######## block 1 ########
Block 1, where the registers sit:
Scale: 8 px per um. Other sequential cells in the stronger grey, the rest of the logic in the fainter grey.
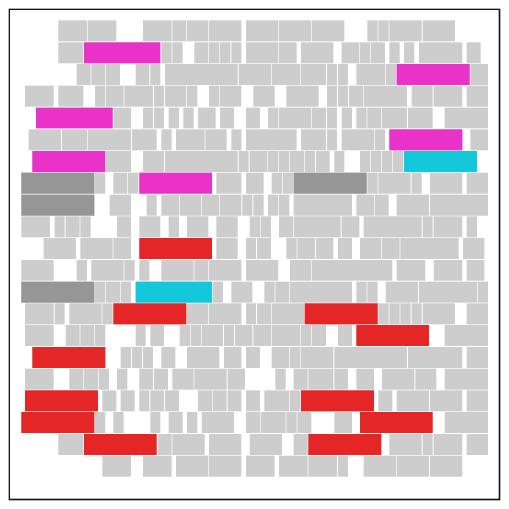

<file path="config.mk">
export PLATFORM = sky130hd
export DESIGN_NAME = fp_result_normalizer
export DESIGN_NICKNAME = d
export VERILOG_FILES = /design/src/rtl/fp_result_normalizer.sv
export SDC_FILE = /design/constraint.sdc
export NUM_CORES = 1
export LEC_CHECK = 0
export ABC_AREA = 1
export CAP_MARGIN = 20
export CORE_UTILIZATION = 49
export CTS_CLUSTER_SIZE = 40
export DETAILED_ROUTE_END_ITERATION = 8
export PLACE_DENSITY = 0.8
export SLEW_MARGIN = 20
export SYNTH_ARGS = -nofsm -noshare
export SYNTH_HDL_FRONTEND = slang
export SYNTH_SLANG_ARGS = --single-unit
</file>
<file path="constraint.sdc">
create_clock -name clk -period 1.6 [get_ports clk]
set_input_delay 0.24 -clock clk [delete_from_list [all_inputs] [get_ports clk]]
set_output_delay 0.24 -clock clk [all_outputs]
set_load 0.05 [all_outputs]
</file>
<file path="src/rtl/fp_result_normalizer.sv">
// rtl/fp_result_normalizer.sv - multi-cycle normalizer/packer for raw FP add/sub results
//
// Purpose:
//   Takes the unnormalized sign/exponent/mantissa produced by the add/sub datapath,
//   normalizes it one shift per clock, and presents it in packed operand format
//   (sign, EXP_W-bit exponent, MAN_W-bit mantissa with explicit integer bit at MAN_W-1).
//   Zero, exponent overflow (saturate) and exponent underflow (flush) are flagged.
//
// Ports:
//   clk        in   rising-edge clock
//   rst_n      in   asynchronous active-low reset
//   in_valid   in   raw result present
//   in_ready   out  block can accept (IDLE and not in reset)
//   in_sgn     in   raw sign
//   in_exp     in   raw exponent, EXP_W+1 bits unsigned
//   in_man     in   raw mantissa, MAN_W+1 bits (top bit = carry, next = integer bit)
//   out_valid  out  packed result present
//   out_ready  in   consumer accepts
//   out_sgn    out  packed sign
//   out_exp    out  packed exponent, EXP_W bits
//   out_man    out  packed mantissa, MAN_W bits
//   out_zero   out  exact zero or flushed result
//   out_ovf    out  exponent overflow, result saturated
//   out_uf     out  exponent underflow, result flushed to zero (implies out_zero)
//
// Configuration:
//   FP_NORM_ROUND_EN  defined: the carry right-shift rounds to nearest even on the
//                     shifted-out bit; undefined: the shifted-out bit is truncated.

module fp_result_normalizer #(
  parameter int MAN_W = 10,
  parameter int EXP_W = 5
) (
  input  logic             clk,
  input  logic             rst_n,
  input  logic             in_valid,
  output logic             in_ready,
  input  logic             in_sgn,
  input  logic [EXP_W:0]   in_exp,
  input  logic [MAN_W:0]   in_man,
  output logic             out_valid,
  input  logic             out_ready,
  output logic             out_sgn,
  output logic [EXP_W-1:0] out_exp,
  output logic [MAN_W-1:0] out_man,
  output logic             out_zero,
  output logic             out_ovf,
  output logic             out_uf
);

  // Largest exponent the packed format can carry, in the wide (EXP_W+1) domain.
  localparam logic [EXP_W:0] EXP_LIM = {1'b0, {EXP_W{1'b1}}};
  localparam logic [EXP_W:0] EXP_SAT = {(EXP_W+1){1'b1}};
  localparam logic [EXP_W:0] EXP_ONE = {{EXP_W{1'b0}}, 1'b1};
`ifdef FP_NORM_ROUND_EN
  localparam logic [MAN_W:0] MAN_ONE = {{MAN_W{1'b0}}, 1'b1};
`endif

  typedef enum logic [1:0] {
    IDLE = 2'd0,
    NORM = 2'd1,
    DONE = 2'd2
  } state_t;

  state_t state, state_nxt;

  logic           sgn_q, zero_q, ovf_q, uf_q;
  logic [EXP_W:0] exp_q;
  logic [MAN_W:0] man_q;

  logic           sgn_d, zero_d, ovf_d, uf_d;
  logic [EXP_W:0] exp_d;
  logic [MAN_W:0] man_d;
  logic [MAN_W:0] shifted;
  logic           step_done;
  logic           accept;
  logic           done;

  assign accept = in_valid && in_ready;
  assign done   = (state == DONE);

  // One normalization step, evaluated on the working registers while in NORM.
  always_comb begin
    sgn_d     = sgn_q;
    exp_d     = exp_q;
    man_d     = man_q;
    zero_d    = zero_q;
    ovf_d     = ovf_q;
    uf_d      = uf_q;
    step_done = 1'b0;
    shifted   = {1'b0, man_q[MAN_W:1]};
    if (man_q == '0) begin
      // Exact zero: canonical positive zero.
      sgn_d     = 1'b0;
      exp_d     = '0;
      zero_d    = 1'b1;
      step_done = 1'b1;
    end else if (man_q[MAN_W]) begin
      // Carry out of the adder: one right shift. A rounding carry can set the
      // top bit again, which simply earns one more pass through this branch.
`ifdef FP_NORM_ROUND_EN
      if (man_q[0] && shifted[0]) begin
        shifted = shifted + MAN_ONE;
      end
`endif
      man_d = shifted;
      exp_d = (exp_q == EXP_SAT) ? EXP_SAT : exp_q + EXP_ONE;
    end else if (!man_q[MAN_W-1] && (exp_q != '0)) begin
      man_d = man_q << 1;
      exp_d = exp_q - EXP_ONE;
    end else if (!man_q[MAN_W-1]) begin
      // Ran out of exponent before the integer bit appeared: flush to zero.
      man_d     = '0;
      exp_d     = '0;
      sgn_d     = 1'b0;
      uf_d      = 1'b1;
      zero_d    = 1'b1;
      step_done = 1'b1;
    end else if (exp_q > EXP_LIM) begin
      // Normalized but not representable: saturate to the largest magnitude.
      exp_d     = EXP_LIM;
      man_d     = {1'b0, {MAN_W{1'b1}}};
      ovf_d     = 1'b1;
      step_done = 1'b1;
    end else begin
      step_done = 1'b1;
    end
  end

  // Working registers: loaded on accept, stepped in NORM, frozen in DONE.
  always_ff @(posedge clk or negedge rst_n) begin
    if (!rst_n) begin
      sgn_q  <= 1'b0;
      exp_q  <= '0;
      man_q  <= '0;
      zero_q <= 1'b0;
      ovf_q  <= 1'b0;
      uf_q   <= 1'b0;
    end else begin
      case (state)
        IDLE: begin
          if (accept) begin
            sgn_q  <= in_sgn;
            exp_q  <= in_exp;
            man_q  <= in_man;
            zero_q <= 1'b0;
            ovf_q  <= 1'b0;
            uf_q   <= 1'b0;
          end
        end
        NORM: begin
          sgn_q  <= sgn_d;
          exp_q  <= exp_d;
          man_q  <= man_d;
          zero_q <= zero_d;
          ovf_q  <= ovf_d;
          uf_q   <= uf_d;
        end
        default: begin
        end
      endcase
    end
  end

  // FSM state register.
  always_ff @(posedge clk or negedge rst_n) begin
    if (!rst_n) begin
      state <= IDLE;
    end else begin
      state <= state_nxt;
    end
  end

  // FSM next-state logic.
  always_comb begin
    state_nxt = state;
    case (state)
      IDLE:    if (accept) state_nxt = NORM;
      NORM:    if (step_done) state_nxt = DONE;
      DONE:    if (out_ready) state_nxt = IDLE;
      default: state_nxt = IDLE;
    endcase
  end

  // FSM outputs. Result fields are forced to zero outside DONE so nothing
  // half-normalized is ever visible and reset clears them immediately.
  always_comb begin
    in_ready  = (state == IDLE) && rst_n;
    out_valid = done;
    out_sgn   = done ? sgn_q : 1'b0;
    out_exp   = done ? exp_q[EXP_W-1:0] : '0;
    out_man   = done ? man_q[MAN_W-1:0] : '0;
    out_zero  = done ? zero_q : 1'b0;
    out_ovf   = done ? ovf_q : 1'b0;
    out_uf    = done ? uf_q : 1'b0;
  end

endmodule

</file>
######## block 2 ########
$ cat src/rtl/operand_sequencer.sv
// Entry front-end for the 4-bit adder/subtractor: debounces ENTER and steps A -> B -> op -> show,
// latching the synchronized slide switches at each accepted press.
module operand_sequencer #(
   parameter int DEBOUNCE_CYCLES = 500000
) (
   input  logic       MAX10_CLK1_50,
   input  logic       reset_n,
   input  logic [3:0] SW,
   input  logic       KEY,
   output logic [3:0] operand_a,
   output logic [3:0] operand_b,
   output logic       subtract,
   output logic       result_valid,
   output logic [3:0] stage_leds
);

   localparam int CNT_W = $clog2(DEBOUNCE_CYCLES + 1);
   localparam logic [CNT_W-1:0] DB_LAST = CNT_W'(DEBOUNCE_CYCLES - 1);

   typedef enum logic [3:0] {
      GET_A  = 4'b0001,
      GET_B  = 4'b0010,
      GET_OP = 4'b0100,
      SHOW   = 4'b1000
   } state_t;

   logic [1:0]       key_meta;
   logic [3:0]       sw_meta;
   logic [3:0]       sw_sync;
   logic             key_sync;
   logic             key_stable;
   logic             key_stable_d;
   logic [CNT_W-1:0] db_cnt;
   logic             press;
   logic [1:0]       prime;
   logic [CNT_W-1:0] arm_cnt;
   logic             armed;

   state_t     state;
   state_t     state_next;
   logic [3:0] a_next;
   logic [3:0] b_next;
   logic       sub_next;
   logic       valid_next;

   assign key_sync = key_meta[1];

   always_ff @(posedge MAX10_CLK1_50 or negedge reset_n) begin
      if (!reset_n) begin
         key_meta <= '1;
         sw_meta  <= '0;
         sw_sync  <= '0;
      end else begin
         key_meta <= {key_meta[0], KEY};
         sw_meta  <= SW;
         sw_sync  <= sw_meta;
      end
   end

   always_ff @(posedge MAX10_CLK1_50 or negedge reset_n) begin
      if (!reset_n) begin
         key_stable <= 1'b1;
         db_cnt     <= '0;
      end else if (key_sync == key_stable) begin
         db_cnt <= '0;
      end else if (db_cnt == DB_LAST) begin
         key_stable <= key_sync;
         db_cnt     <= '0;
      end else begin
         db_cnt <= db_cnt + 1'b1;
      end
   end

   // A button held through reset must be seen released (debounced) before any
   // press is honoured; the sync chain's reset value must not count as a release.
   always_ff @(posedge MAX10_CLK1_50 or negedge reset_n) begin
      if (!reset_n) begin
         prime   <= '0;
         arm_cnt <= '0;
         armed   <= 1'b0;
      end else begin
         prime <= {prime[0], 1'b1};
         if (!armed) begin
            if (prime[1] && key_sync) begin
               if (arm_cnt == DB_LAST) armed <= 1'b1;
               else                    arm_cnt <= arm_cnt + 1'b1;
            end else begin
               arm_cnt <= '0;
            end
         end
      end
   end

   always_ff @(posedge MAX10_CLK1_50 or negedge reset_n) begin
      if (!reset_n) begin
         key_stable_d <= 1'b1;
         press        <= 1'b0;
      end else begin
         key_stable_d <= key_stable;
         press        <= armed & key_stable_d & ~key_stable;
      end
   end

   always_ff @(posedge MAX10_CLK1_50 or negedge reset_n) begin
      if (!reset_n) begin
         state        <= GET_A;
         operand_a    <= '0;
         operand_b    <= '0;
         subtract     <= 1'b0;
         result_valid <= 1'b0;
      end else begin
         state        <= state_next;
         operand_a    <= a_next;
         operand_b    <= b_next;
         subtract     <= sub_next;
         result_valid <= valid_next;
      end
   end

   always_comb begin
      state_next = state;
      a_next     = operand_a;
      b_next     = operand_b;
      sub_next   = subtract;
      valid_next = result_valid;
      case (state)
         GET_A: if (press) begin
            a_next     = sw_sync;
            state_next = GET_B;
         end
         GET_B: if (press) begin
            b_next     = sw_sync;
            state_next = GET_OP;
         end
         GET_OP: if (press) begin
            sub_next   = sw_sync[0];
            valid_next = 1'b1;
            state_next = SHOW;
         end
         SHOW: if (press) begin
            a_next     = '0;
            b_next     = '0;
            sub_next   = 1'b0;
            valid_next = 1'b0;
            state_next = GET_A;
         end
         default: begin
            a_next     = '0;
            b_next     = '0;
            sub_next   = 1'b0;
            valid_next = 1'b0;
            state_next = GET_A;
         end
      endcase
   end

   assign stage_leds = state;

endmodule

$ cat config.mk
export PLATFORM = sky130hd
export DESIGN_NAME = operand_sequencer
export DESIGN_NICKNAME = d
export VERILOG_FILES = /design/src/rtl/operand_sequencer.sv
export SDC_FILE = /design/constraint.sdc
export NUM_CORES = 1
export LEC_CHECK = 0
export CAP_MARGIN = 0
export CORE_UTILIZATION = 39
export DETAILED_ROUTE_END_ITERATION = 12
export PLACE_DENSITY = 0.54
export SYNTH_ARGS = -nofsm -noshare
export SYNTH_HDL_FRONTEND = slang
export SYNTH_SLANG_ARGS = --single-unit
$ cat constraint.sdc
create_clock -name MAX10_CLK1_50 -period 2 [get_ports MAX10_CLK1_50]
set_input_delay 0.5 -clock MAX10_CLK1_50 [delete_from_list [all_inputs] [get_ports MAX10_CLK1_50]]
set_output_delay 0.5 -clock MAX10_CLK1_50 [all_outputs]
set_load 0.01 [all_outputs]
Block 1, PDN straps and rails:
Scale: 6 px per um. Pins as bars on the die edge.
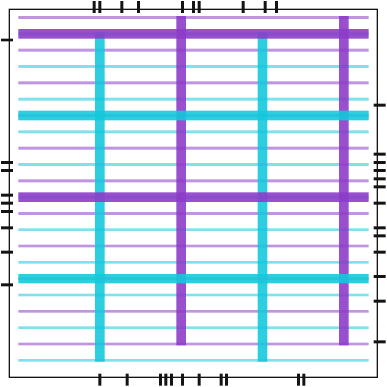
Key: VDD = purple; VSS = cyan
22 met1 rails follow the rows. 43 signal pins sit on the boundary.

Block 1, track usage over the die:
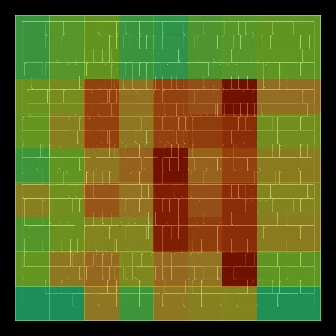
met1 Use GR: 43.1%
share of the core filled with cells: 86.1%
Wirelength per Cell: 15.7 um
highest-utilization routing layer at the global route stage: met2

## Picture notes: 'where the registers sit' of block 1
Key: state = cyan [sequential cells 2]; man_q = red [sequential cells 11]; exp_q = magenta [sequential cells 6]

==> summary.txt, block 1 <==
fresh numbers from the pnr run: aggregate global-route resource usage=a little under 30%, Seq share, synth=about 34%, type of the worst setup path=reg -> out, vias=between 2000 and 2500, DRC violations left=0, Psw=3250 uW, chip area in the Yosys report=approximately 1700 um^2, WL met3=~380 um, combinational logic power=about 4500 uW, crit path to=out_exp[3], final wirelength=5900 um, met3 demand-to-capacity share in global routing=~2.1%, maximum VDD drop=between 1000 and 1500 uV, R2R cell count=8, crit path launch=state[0], yosys simple share=between 30% and 40%, area taken by multi-input logic gates=around 1300 um^2, endpoint kind of the worst setup timing path=primary output, Setup-failing EPs final=21, violated checks=negative setup slack, I/O pins=between 40 and 50, cell accounting for the most synthesized area=sky130_fd_sc_hd__dfrtp_1, adder-cell share of the synthesized area=2.19%, syn_area_per_cell=around 6.6 um^2, Total Neg Setup Slack=-1.30 ns, floorplan-stage core utilization=51.3%, TritonCTS clock tree=done, cell type of the slowest stage on the worst timing path=sky130_fd_sc_hd__dfrtp_2, router iterations before antenna repair=4, Vias/cell=about 5.5, number of enable flip-flop cells=0, mux share of post-synthesis cell area=0%, proportion of cell area occupied by registers=roughly a fifth, wire length of the first global-routing pass=7980 um, final hold viol count=0, largest net degree at the start of global routing=24, slew at the pin closest to its max-slew limit=~0.31 ns, met2 routing resource usage after global routing=47.0%, leakage power figure=~0.0013 uW, worst rel slew slack=between 70% and 80%, endpoint required time on the critical path=approximately 1.4 ns, area share, top type=approximately 34%, area grow syn2layout=67.9%, post-layout total power=between 5000 and 6000 uW, standard-cell row count=21, time the final worst path needs with I/O delays and setup=between 1.5 and 2 ns, xor and xnor area share after synthesis=1.54%, worst-case setup margin in the final layout=-0.106 ns, most frequent cells in the layout=57 x sky130_fd_sc_hd__nand2_1, 25 x sky130_fd_sc_hd__inv_1, 24 x sky130_fd_sc_hd__nor2_4, 24 x sky130_fd_sc_hd__buf_4, 21 x sky130_fd_sc_hd__clkdlybuf4s50_1, outcome=complete, but fails checks, share of cells above drive strength 1=about two fifths, non-filler instance count after layout=approximately 380, portion of total power attributed to sequential cells=between 10% and 20%, H-tree level count=1, cell group occupying the most layout area=combinational gates, fin. max-slew vios=0, net switching fraction of the power=54.3%, register containing the most flip-flops in the final layout=man_q, combinational fraction of design power=75.4%, clock network fraction of total power=under 10%, hold bufs inserted after CTS=0, number of fill cells in the layout=around 190
Block 2, track usage over the die:
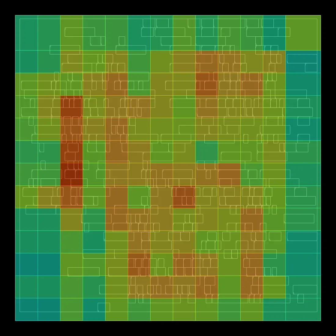
met3 demand-to-capacity share in global routing: 5.20%
highest-utilization routing layer at the global route stage: met2
met2 routing resource usage after global routing: 26.2%
share of the core filled with cells: 46.8%
met1 Use GR: 24.5%

==> summary.txt, block 2 <==
fresh numbers from the pnr run: cell types occupying the most area after synthesis=sky130_fd_sc_hd__dfrtp_1 48%, sky130_fd_sc_hd__dfstp_2 4.0%, sky130_fd_sc_hd__nand2_1 3.9%, TritonCTS clock tree=done, Tap Count=between 100 and 150, height of the die=93.6 um, largest net degree at the start of global routing=between 60 and 70, Worst setup SP type=register, number of instances in the placed design=about 460, Seq share, synth=between 50% and 60%, proportion of register bits with asynchronous set or reset after synthesis=100%, area grow syn2layout=17.0%, Placement Cell Area=about 3700 um^2, sequential cell count=68, vias in the first global route=2394, max-cap check violation count=0, area share, top type=between 40% and 50%, total clock sinks=68, Layout clock buffers=13, Setup-failing EPs final=0, outcome=completed, final hold viol count=0, biggest power consumer among the groups=sequential cells, yosys aoi share=about an eighth, syn_area_per_cell=~9.8 um^2, R2R cell count=5, type of the worst setup path=reg -> out, setup repair after global routing missed its margin=no, top flip-flop cell by instance count after synthesis=sky130_fd_sc_hd__dfrtp_1, xor and xnor area share after synthesis=under 10%, time the final worst path needs with I/O delays and setup=roughly 1.9 ns, DRC violations left=0, biggest registers after layout=arm_cnt: 19 flops, db_cnt: 19 flops, proportion of cell area occupied by registers=around 45%, core box area=8180 um^2, portion of total power attributed to sequential cells=between 50% and 60%, standard-cell row count=33, wire length on met2=roughly 3200 um


==> screenshots <==
Placement by cell class.
panel A
Scale: 4 px per um. Fill, decap, tap and diode cells in grey.
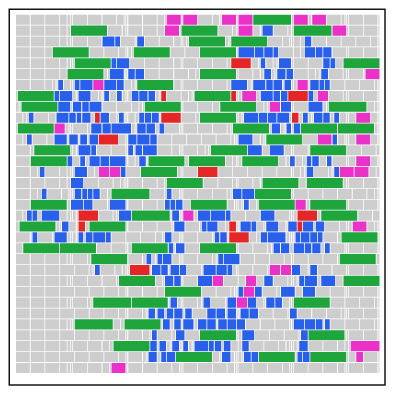
panel B
Scale: 8 px per um. Fill, decap, tap and diode cells in grey.
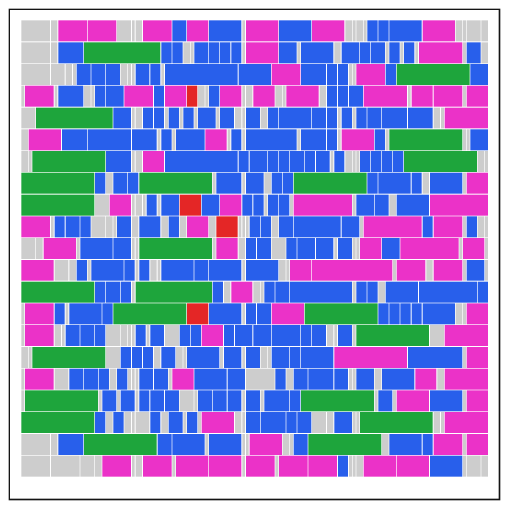
Of these, highest utilization: panel B
Of these, most cells: panel A
Block 2 is panel A.
Block 1 is panel B.

Key to panel A:
Key: combinational and other logic = blue [cells 250]; remaining buffers and delay cells = magenta [cells 36]; clock drivers and dummy loads = red [cells 16]; sequential cells = green [cells 68]

No activity file was given, so power comes from the tool's default toggle rates.
